=== bit_stream_serializer ===
**bit_stream_serializer: drive-strength map**

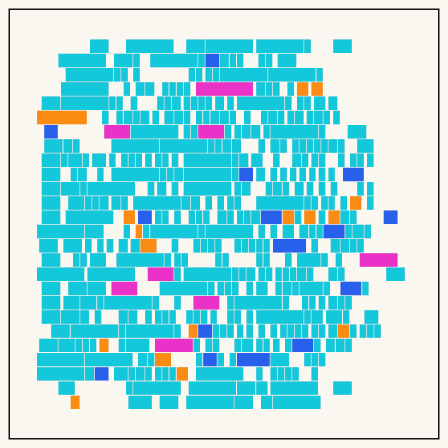

===== src/rtl/bit_stream_serializer.sv =====
// Parallel-to-serial feeder for the 0110 sequence detector.
// Accepts WIDTH-bit words over valid/ready and shifts them out one bit per
// programmable bit period, with a one-cycle ser_en strobe at the end of each
// bit. Back-to-back words stream with no gap between bit periods.
//
// Ports:
//   clk        rising-edge clock
//   reset_n    asynchronous active-low reset
//   s_valid    upstream word valid
//   s_ready    word can be accepted this cycle (combinational)
//   s_data     word to serialize
//   msb_first  1 = MSB first, 0 = LSB first; sampled at accept
//   div        bit period minus one, in clk cycles; sampled at accept
//   ser_data   current serial bit (idle high), registered
//   ser_en     end-of-bit-period strobe, registered
//   busy       word in flight, registered
//   word_done  pulse with the last bit's ser_en (combinational)
module bit_stream_serializer #(
  parameter int unsigned WIDTH = 8,
  parameter int unsigned DIV_W = 16
) (
  input  logic             clk,
  input  logic             reset_n,
  input  logic             s_valid,
  output logic             s_ready,
  input  logic [WIDTH-1:0] s_data,
  input  logic             msb_first,
  input  logic [DIV_W-1:0] div,
  output logic             ser_data,
  output logic             ser_en,
  output logic             busy,
  output logic             word_done
);

  localparam int unsigned BCNT_W = $clog2(WIDTH);
  localparam logic [BCNT_W-1:0] LAST_IDX = BCNT_W'(WIDTH - 1);

  typedef enum logic [0:0] {
    IDLE  = 1'b0,
    SHIFT = 1'b1
  } state_e;

  state_e             state_q, state_d;
  logic [WIDTH-1:0]   sr_q, sr_d;
  logic [BCNT_W-1:0]  bit_q, bit_d;
  logic [DIV_W-1:0]   per_q, per_d;
  logic [DIV_W-1:0]   div_q, div_d;
  logic               ser_data_q, ser_data_d;
  logic               ser_en_q, ser_en_d;
  logic               busy_q, busy_d;

  logic [WIDTH-1:0]   load_word_c;
  logic               last_bit_c;
  logic               load_c;

  // Bit order is resolved at load: the shift register always shifts out its MSB.
  always_comb begin
    load_word_c = s_data;
    if (!msb_first) begin
      for (int i = 0; i < WIDTH; i++) begin
        load_word_c[i] = s_data[WIDTH-1-i];
      end
    end
  end

  // Last bit's strobe cycle: the only SHIFT cycle that can take a new word.
  assign last_bit_c = (state_q == SHIFT) && (per_q == '0) && (bit_q == '0);
  assign word_done  = last_bit_c;
  assign s_ready    = reset_n && ((state_q == IDLE) || last_bit_c);
  assign load_c     = s_valid && s_ready;

  // Next-state and registered-output decode.
  always_comb begin
    state_d = state_q;
    sr_d    = sr_q;
    bit_d   = bit_q;
    per_d   = per_q;
    div_d   = div_q;

    if (load_c) begin
      state_d = SHIFT;
      sr_d    = load_word_c;
      bit_d   = LAST_IDX;
      per_d   = div;
      div_d   = div;
    end else if (state_q == SHIFT) begin
      if (per_q == '0) begin
        if (bit_q == '0) begin
          state_d = IDLE;
        end else begin
          sr_d  = {sr_q[WIDTH-2:0], 1'b0};
          bit_d = bit_q - 1'b1;
          per_d = div_q;
        end
      end else begin
        per_d = per_q - 1'b1;
      end
    end

    // Outputs are registered from next state so they line up with the counters.
    ser_data_d = (state_d == SHIFT) ? sr_d[WIDTH-1] : 1'b1;
    ser_en_d   = (state_d == SHIFT) && (per_d == '0);
    busy_d     = (state_d == SHIFT);
  end

  // State and output registers.
  always_ff @(posedge clk or negedge reset_n) begin
    if (!reset_n) begin
      state_q    <= IDLE;
      sr_q       <= '0;
      bit_q      <= '0;
      per_q      <= '0;
      div_q      <= '0;
      ser_data_q <= 1'b1;
      ser_en_q   <= 1'b0;
      busy_q     <= 1'b0;
    end else begin
      state_q    <= state_d;
      sr_q       <= sr_d;
      bit_q      <= bit_d;
      per_q      <= per_d;
      div_q      <= div_d;
      ser_data_q <= ser_data_d;
      ser_en_q   <= ser_en_d;
      busy_q     <= busy_d;
    end
  end

  assign ser_data = ser_data_q;
  assign ser_en   = ser_en_q;
  assign busy     = busy_q;

endmodule


===== config.mk =====
export PLATFORM = sky130hd
export DESIGN_NAME = bit_stream_serializer
export DESIGN_NICKNAME = d
export VERILOG_FILES = /design/src/rtl/bit_stream_serializer.sv
export SDC_FILE = /design/constraint.sdc
export NUM_CORES = 1
export LEC_CHECK = 0
export ABC_AREA = 1
export CAP_MARGIN = 20
export CORE_MARGIN = 5
export CORE_UTILIZATION = 57
export DETAILED_ROUTE_END_ITERATION = 8
export PLACE_DENSITY = 0.89
export SYNTH_ARGS = -nofsm -noshare
export SYNTH_HDL_FRONTEND = slang
export SYNTH_SLANG_ARGS = --single-unit
export TNS_END_PERCENT = 10

===== constraint.sdc =====
create_clock -name clk -period 2.7 [get_ports clk]
set_input_delay 0.27 -clock clk [delete_from_list [all_inputs] [get_ports clk]]
set_output_delay 0.27 -clock clk [all_outputs]
set_load 0.1 [all_outputs]

=== cur_block_pingpong ===
--- src/rtl/cur_block_pingpong.sv ---
// Double-buffered BLK x BLK current-block store with valid/ready writes and consumer release.
// Optional row-staggered handoff between banks is enabled by defining CUR_ROW_STAGGER_EN.
module cur_block_pingpong #(
    parameter int unsigned BLK    = 8,
    parameter int unsigned PIX_W  = 8,
    parameter int unsigned IN_PIX = 4
) (
    input  logic                       clk,
    input  logic                       rst,
    input  logic                       in_valid_i,
    input  logic [IN_PIX*PIX_W-1:0]    in_data_i,
    output logic                       in_ready_o,
    input  logic                       next_block_i,
    output logic                       out_valid_o,
    output logic [BLK*BLK*PIX_W-1:0]   out_block_o,
    output logic                       handoff_busy_o
);

    localparam int unsigned BEATS  = BLK * BLK / IN_PIX;
    localparam int unsigned IDX_W  = $clog2(BEATS);
    localparam int unsigned BEAT_W = IN_PIX * PIX_W;
    localparam int unsigned ROW_W  = BLK * PIX_W;
    localparam int unsigned BLK_W  = BLK * ROW_W;

    logic [1:0]       full_q, full_d;
    logic             wr_bank_q, wr_bank_d;
    logic             rd_bank_q, rd_bank_d;
    logic [IDX_W-1:0] wr_idx_q, wr_idx_d;
    logic [BLK_W-1:0] bank_q [2];

    logic wr_fire_c;
    logic last_beat_c;
    logic release_c;

`ifdef CUR_ROW_STAGGER_EN
    localparam int unsigned ROW_IDX_W = $clog2(BLK);

    logic                 busy_q, busy_d;
    logic [ROW_IDX_W-1:0] row_cnt_q, row_cnt_d;
`endif

    assign wr_fire_c   = in_valid_i && !full_q[wr_bank_q];
    assign last_beat_c = (wr_idx_q == IDX_W'(BEATS - 1));
`ifdef CUR_ROW_STAGGER_EN
    assign release_c   = next_block_i && full_q[rd_bank_q] && !busy_q;
`else
    assign release_c   = next_block_i && full_q[rd_bank_q];
`endif

    // Bank pointers, full flags and handoff progress
    always_comb begin
        full_d    = full_q;
        wr_bank_d = wr_bank_q;
        rd_bank_d = rd_bank_q;
        wr_idx_d  = wr_idx_q;
`ifdef CUR_ROW_STAGGER_EN
        busy_d    = busy_q;
        row_cnt_d = row_cnt_q;
`endif
        if (wr_fire_c) begin
            if (last_beat_c) begin
                wr_idx_d          = '0;
                full_d[wr_bank_q] = 1'b1;
                wr_bank_d         = !wr_bank_q;
            end else begin
                wr_idx_d = wr_idx_q + IDX_W'(1);
            end
        end
        if (release_c) begin
            rd_bank_d = !rd_bank_q;
        end
`ifdef CUR_ROW_STAGGER_EN
        // Old bank stays full until its last row has been handed over.
        if (release_c) begin
            busy_d    = 1'b1;
            row_cnt_d = '0;
        end else if (busy_q) begin
            row_cnt_d = row_cnt_q + ROW_IDX_W'(1);
            if (row_cnt_q == ROW_IDX_W'(BLK - 2)) begin
                busy_d              = 1'b0;
                full_d[!rd_bank_q]  = 1'b0;
            end
        end
`else
        if (release_c) begin
            full_d[rd_bank_q] = 1'b0;
        end
`endif
    end

    always_ff @(posedge clk) begin
        if (rst) begin
            full_q    <= '0;
            wr_bank_q <= 1'b0;
            rd_bank_q <= 1'b0;
            wr_idx_q  <= '0;
`ifdef CUR_ROW_STAGGER_EN
            busy_q    <= 1'b0;
            row_cnt_q <= '0;
`endif
        end else begin
            full_q    <= full_d;
            wr_bank_q <= wr_bank_d;
            rd_bank_q <= rd_bank_d;
            wr_idx_q  <= wr_idx_d;
`ifdef CUR_ROW_STAGGER_EN
            busy_q    <= busy_d;
            row_cnt_q <= row_cnt_d;
`endif
        end
    end

    // Pixel storage; reset clears both banks so no stale pixels survive
    always_ff @(posedge clk) begin
        if (rst) begin
            bank_q[0] <= '0;
            bank_q[1] <= '0;
        end else if (wr_fire_c) begin
            for (int b = 0; b < int'(BEATS); b++) begin
                if (wr_idx_q == IDX_W'(b)) begin
                    bank_q[wr_bank_q][b*BEAT_W +: BEAT_W] <= in_data_i;
                end
            end
        end
    end

    // Row-wise output mux; unswitched rows read the old bank during a handoff
    always_comb begin
        logic src;
        out_block_o = '0;
        for (int r = 0; r < int'(BLK); r++) begin
            src = rd_bank_q;
`ifdef CUR_ROW_STAGGER_EN
            if (busy_q && (ROW_IDX_W'(r) > row_cnt_q)) begin
                src = !rd_bank_q;
            end
`endif
            out_block_o[r*ROW_W +: ROW_W] = bank_q[src][r*ROW_W +: ROW_W];
        end
    end

    assign in_ready_o  = !full_q[wr_bank_q];
    assign out_valid_o = full_q[rd_bank_q];
`ifdef CUR_ROW_STAGGER_EN
    assign handoff_busy_o = busy_q;
`else
    assign handoff_busy_o = 1'b0;
`endif

endmodule

--- config.mk ---
export PLATFORM = sky130hd
export DESIGN_NAME = cur_block_pingpong
export DESIGN_NICKNAME = d
export VERILOG_FILES = /design/src/rtl/cur_block_pingpong.sv
export SDC_FILE = /design/constraint.sdc
export NUM_CORES = 1
export LEC_CHECK = 0
export ABC_AREA = 1
export CORE_MARGIN = 8
export CORE_UTILIZATION = 30
export DETAILED_ROUTE_END_ITERATION = 12
export PLACE_DENSITY_LB_ADDON = 0.05
export SLEW_MARGIN = 20
export SYNTH_ARGS = -nofsm -noshare
export SYNTH_HDL_FRONTEND = slang
export SYNTH_SLANG_ARGS = --single-unit
--- constraint.sdc ---
create_clock -name clk -period 4.65 [get_ports clk]
set_input_delay 0.465 -clock clk [delete_from_list [all_inputs] [get_ports clk]]
set_output_delay 0.465 -clock clk [all_outputs]
set_load 0.02 [all_outputs]
**bit_stream_serializer: ports around the boundary**

The bar under the picture is 20 µm long. Pins as bars across the die edge, other pins in gray.
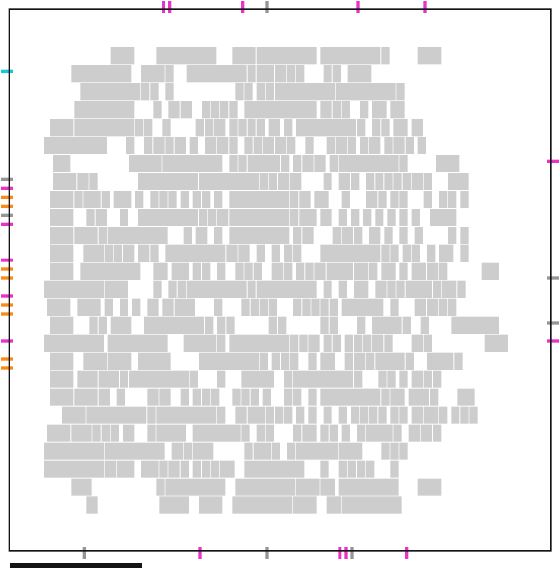
| color | port | pins | direction | edge |
|---|---|---|---|---|
| orange | `s_data` | 8 | input | west |
| magenta | `div` | 16 | input | 5 north, 5 west, 4 south, 2 east |
| cyan | `clk` | 1 | input | west |
all pins by edge: 16 west, 7 south, 6 north, 4 east

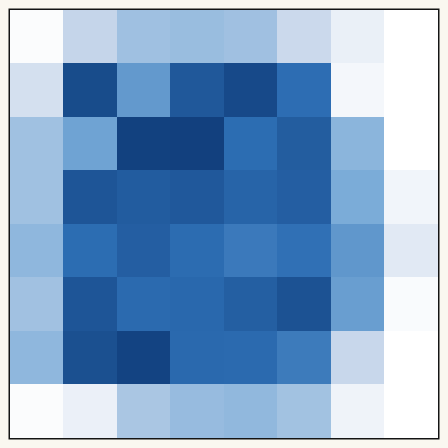
**Above:** bit_stream_serializer (cell area per tile).
8 x 8 tiles, from white (low) to dark blue (high), 0 to 100% covered.
nearly empty tiles: 11%
densest ninth of the die: center
mean over tiles: 50%
fullest tile: 94%
tiles over 75% full: 39%
emptiest ninth of the die: north-east

Notes on 'drive-strength map' of bit_stream_serializer above:
| color | size | cells | share | most used |
|---|---|---|---|---|
| orange | x2 | 16 | 3.4% | nor2_2 |
| blue | x3 and x4 | 15 | 3.2% | buf_4 |
| cyan | x1 and smaller | 427 | 92% | nand2_1 |
| magenta | x6 and larger | 8 | 1.7% | clkbuf_8 |

==> impl_metrics.py, bit_stream_serializer <==
# Synthesis and PnR figures
metrics = {
    "pwr": {
        "peakVddDrop_uv": 427,
        "powerDensity_nw_per_um2": 368,
        "internal_power_uw": 1000,
        "leakage_uw": 0.00182,
    },
    "run_status": {
        "status": "completed",
    },
    "cells_and_area": {
        "n_antenna_cell": 0,
        "layout-drive-gt1-share_pct": 8.37,
        "fill_cells": 413,
        "nClkBuffers": 5,
    },
    "clock_network": {
        "clk_pin_slew_ns": 0.08,
        "insertion_delay_ns": 0.30,
        "postCtsHoldBufs": 0,
        "numCtsBuffers": 5,
    },
    "critical_path": {
        "r2r_start": "per_q[0]",
        "critPathLaunch": "per_q[0]",
        "required_ns": 2.43,
        "reg2reg_depth": 15,
        "cp-end-kind": "primary output",
        "crit_path_start_kind": "flip-flop",
    },
    "place": {
        "hpwl_um": 5770,
        "io_buffer_count": 32,
    },
    "logic_synthesis": {
        "simple_gate_area_share_pct": 42.3,
        "synth.area.top_cells": "dfrtp_1, nand2_1, nand3_1",
        "top_logic_kind": "simple AND/OR/NAND/NOR gates",
        "top_area_share_pct": 38.4,
    },
    "floorplan": {
        "row_count": 26,
    },
    "global_routing": {
        "use_met3_pct": 4.06,
    },
    "drt": {
        "wl_per_cell_um": 14.2,
    },
}
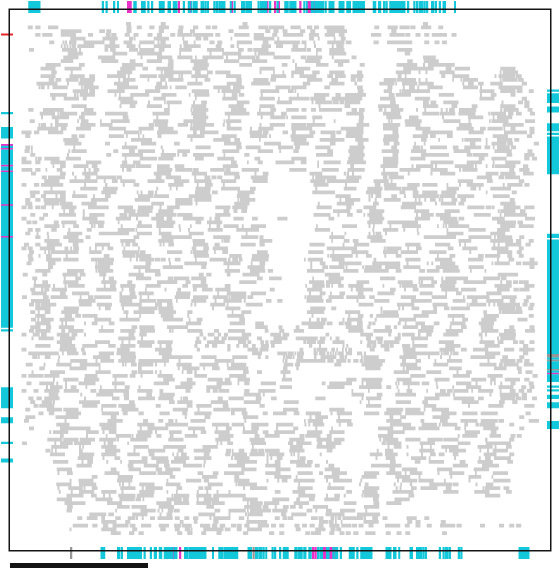
**Above:** cur_block_pingpong (ports around the boundary).
The bar under the picture is 100 µm long. Pins as bars across the die edge, other pins in gray.
| color | port | pins | direction | edge |
|---|---|---|---|---|
| magenta | `in_data_i` | 32 | input | 14 north, 11 south, 6 west, 1 east |
| cyan | `out_block_o` | 512 | output | 141 south, 136 north, 118 east, 117 west |
| red | `clk` | 1 | input | west |
all pins by edge: 154 south, 150 north, 124 west, 123 east

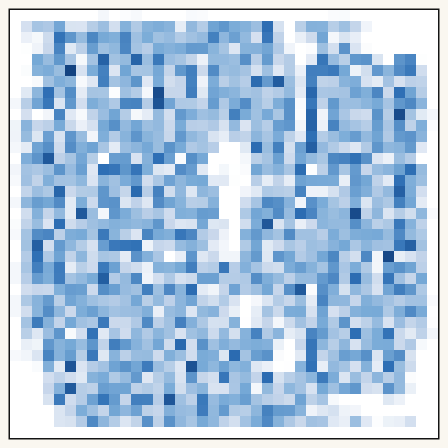
**Above:** cur_block_pingpong (cell area per tile).
39 x 39 tiles, from white (low) to dark blue (high), 0 to 100% covered.
mean over tiles: 33%
nearly empty tiles: 14%
fullest tile: 92%
tiles over 75% full: 2.6%

==> impl_metrics.py, cur_block_pingpong <==
# Synthesis and PnR figures
metrics = {
    "critical_path": {
        "worst-r2r-setup-slack_ns": 1.35,
        "crit_path_start_kind": "flip-flop",
        "reg2reg_depth": 6,
        "cp-end-kind": "primary output",
        "r2r-end": "bank_q[0][229]",
    },
    "clock_network": {
        "cts_resized": 0,
        "cts_tree": "yes",
    },
    "drt": {
        "wl_per_cell_um": 28.7,
        "first_iter_violations": 2140,
        "routed-wl-met2_um": 78200,
    },
    "logic_synthesis": {
        "aoi_share_pct": 0.0943,
    },
    "run_status": {
        "status": "completed",
    },
    "cells_and_area": {
        "utilization_pct": 37.9,
        "nClkBuffers": 152,
    },
    "pwr": {
        "pg_comb_uw": 1510,
        "p_total_uw": 20700,
        "power_sequential_uw": 10600,
    },
    "place": {
        "hpwl_um": 102000,
    },
    "final_timing": {
        "fin_crit_sh_pct": 79.0,
        "hold_ws_ns": 0.425,
    },
    "min_path": {
        "whs_path_depth": 2,
    },
    "floorplan": {
        "num_io_pins": 551,
    },
}

==> screenshots <==
Cell placement.
panel A
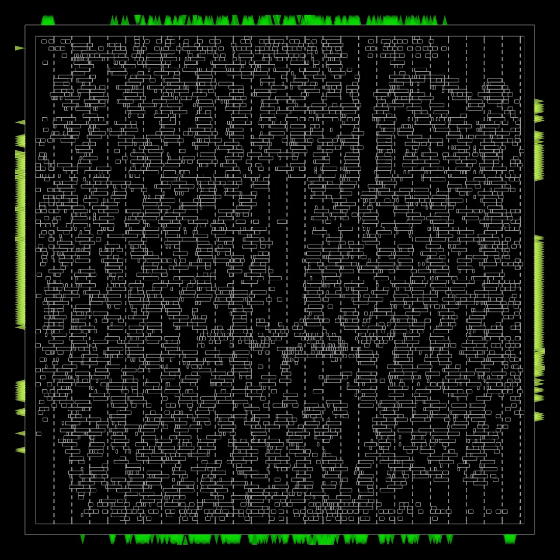
panel B
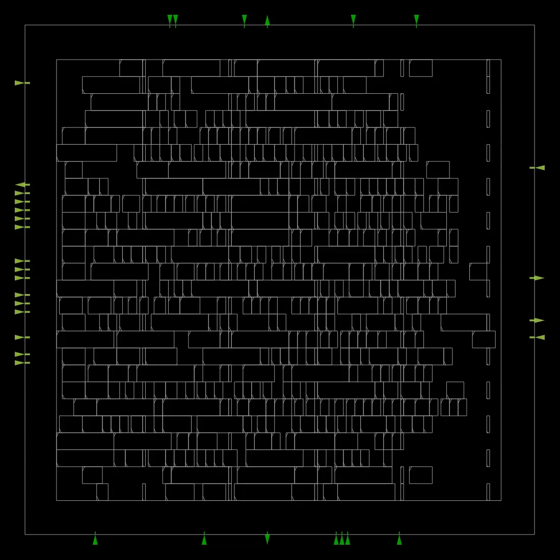
cur_block_pingpong is panel A.
bit_stream_serializer is panel B.
- most sequential cells: panel A
- most cells: panel A



==> screenshots <==
A small window of the routed layout.
picture 1
Window x 51 to 71, y 51 to 71 µm. Cells in gray, sequential cells in the stronger gray; small squares are vias.
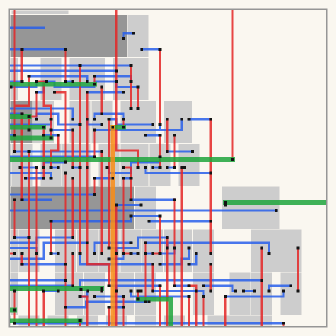
picture 2
Window x 284 to 304, y 284 to 304 µm. Cells in gray, sequential cells in the stronger gray; small squares are vias.
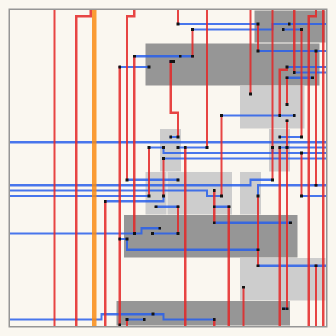
cur_block_pingpong is picture 2.
bit_stream_serializer is picture 1.

Key to picture 1:
| color | layer |
|---|---|
| red | M2 |
| blue | M1 |
| orange | M4 |
| green | M3 |
most frequent: nand2_1 (16), inv_1 (8), nand3_1 (4)
netlist names of flops here include: `div_q` (2)
sequential cells in the window: 2
cells with their middle in the window: 37

No activity file was given, so power comes from the tool's default toggle rates.
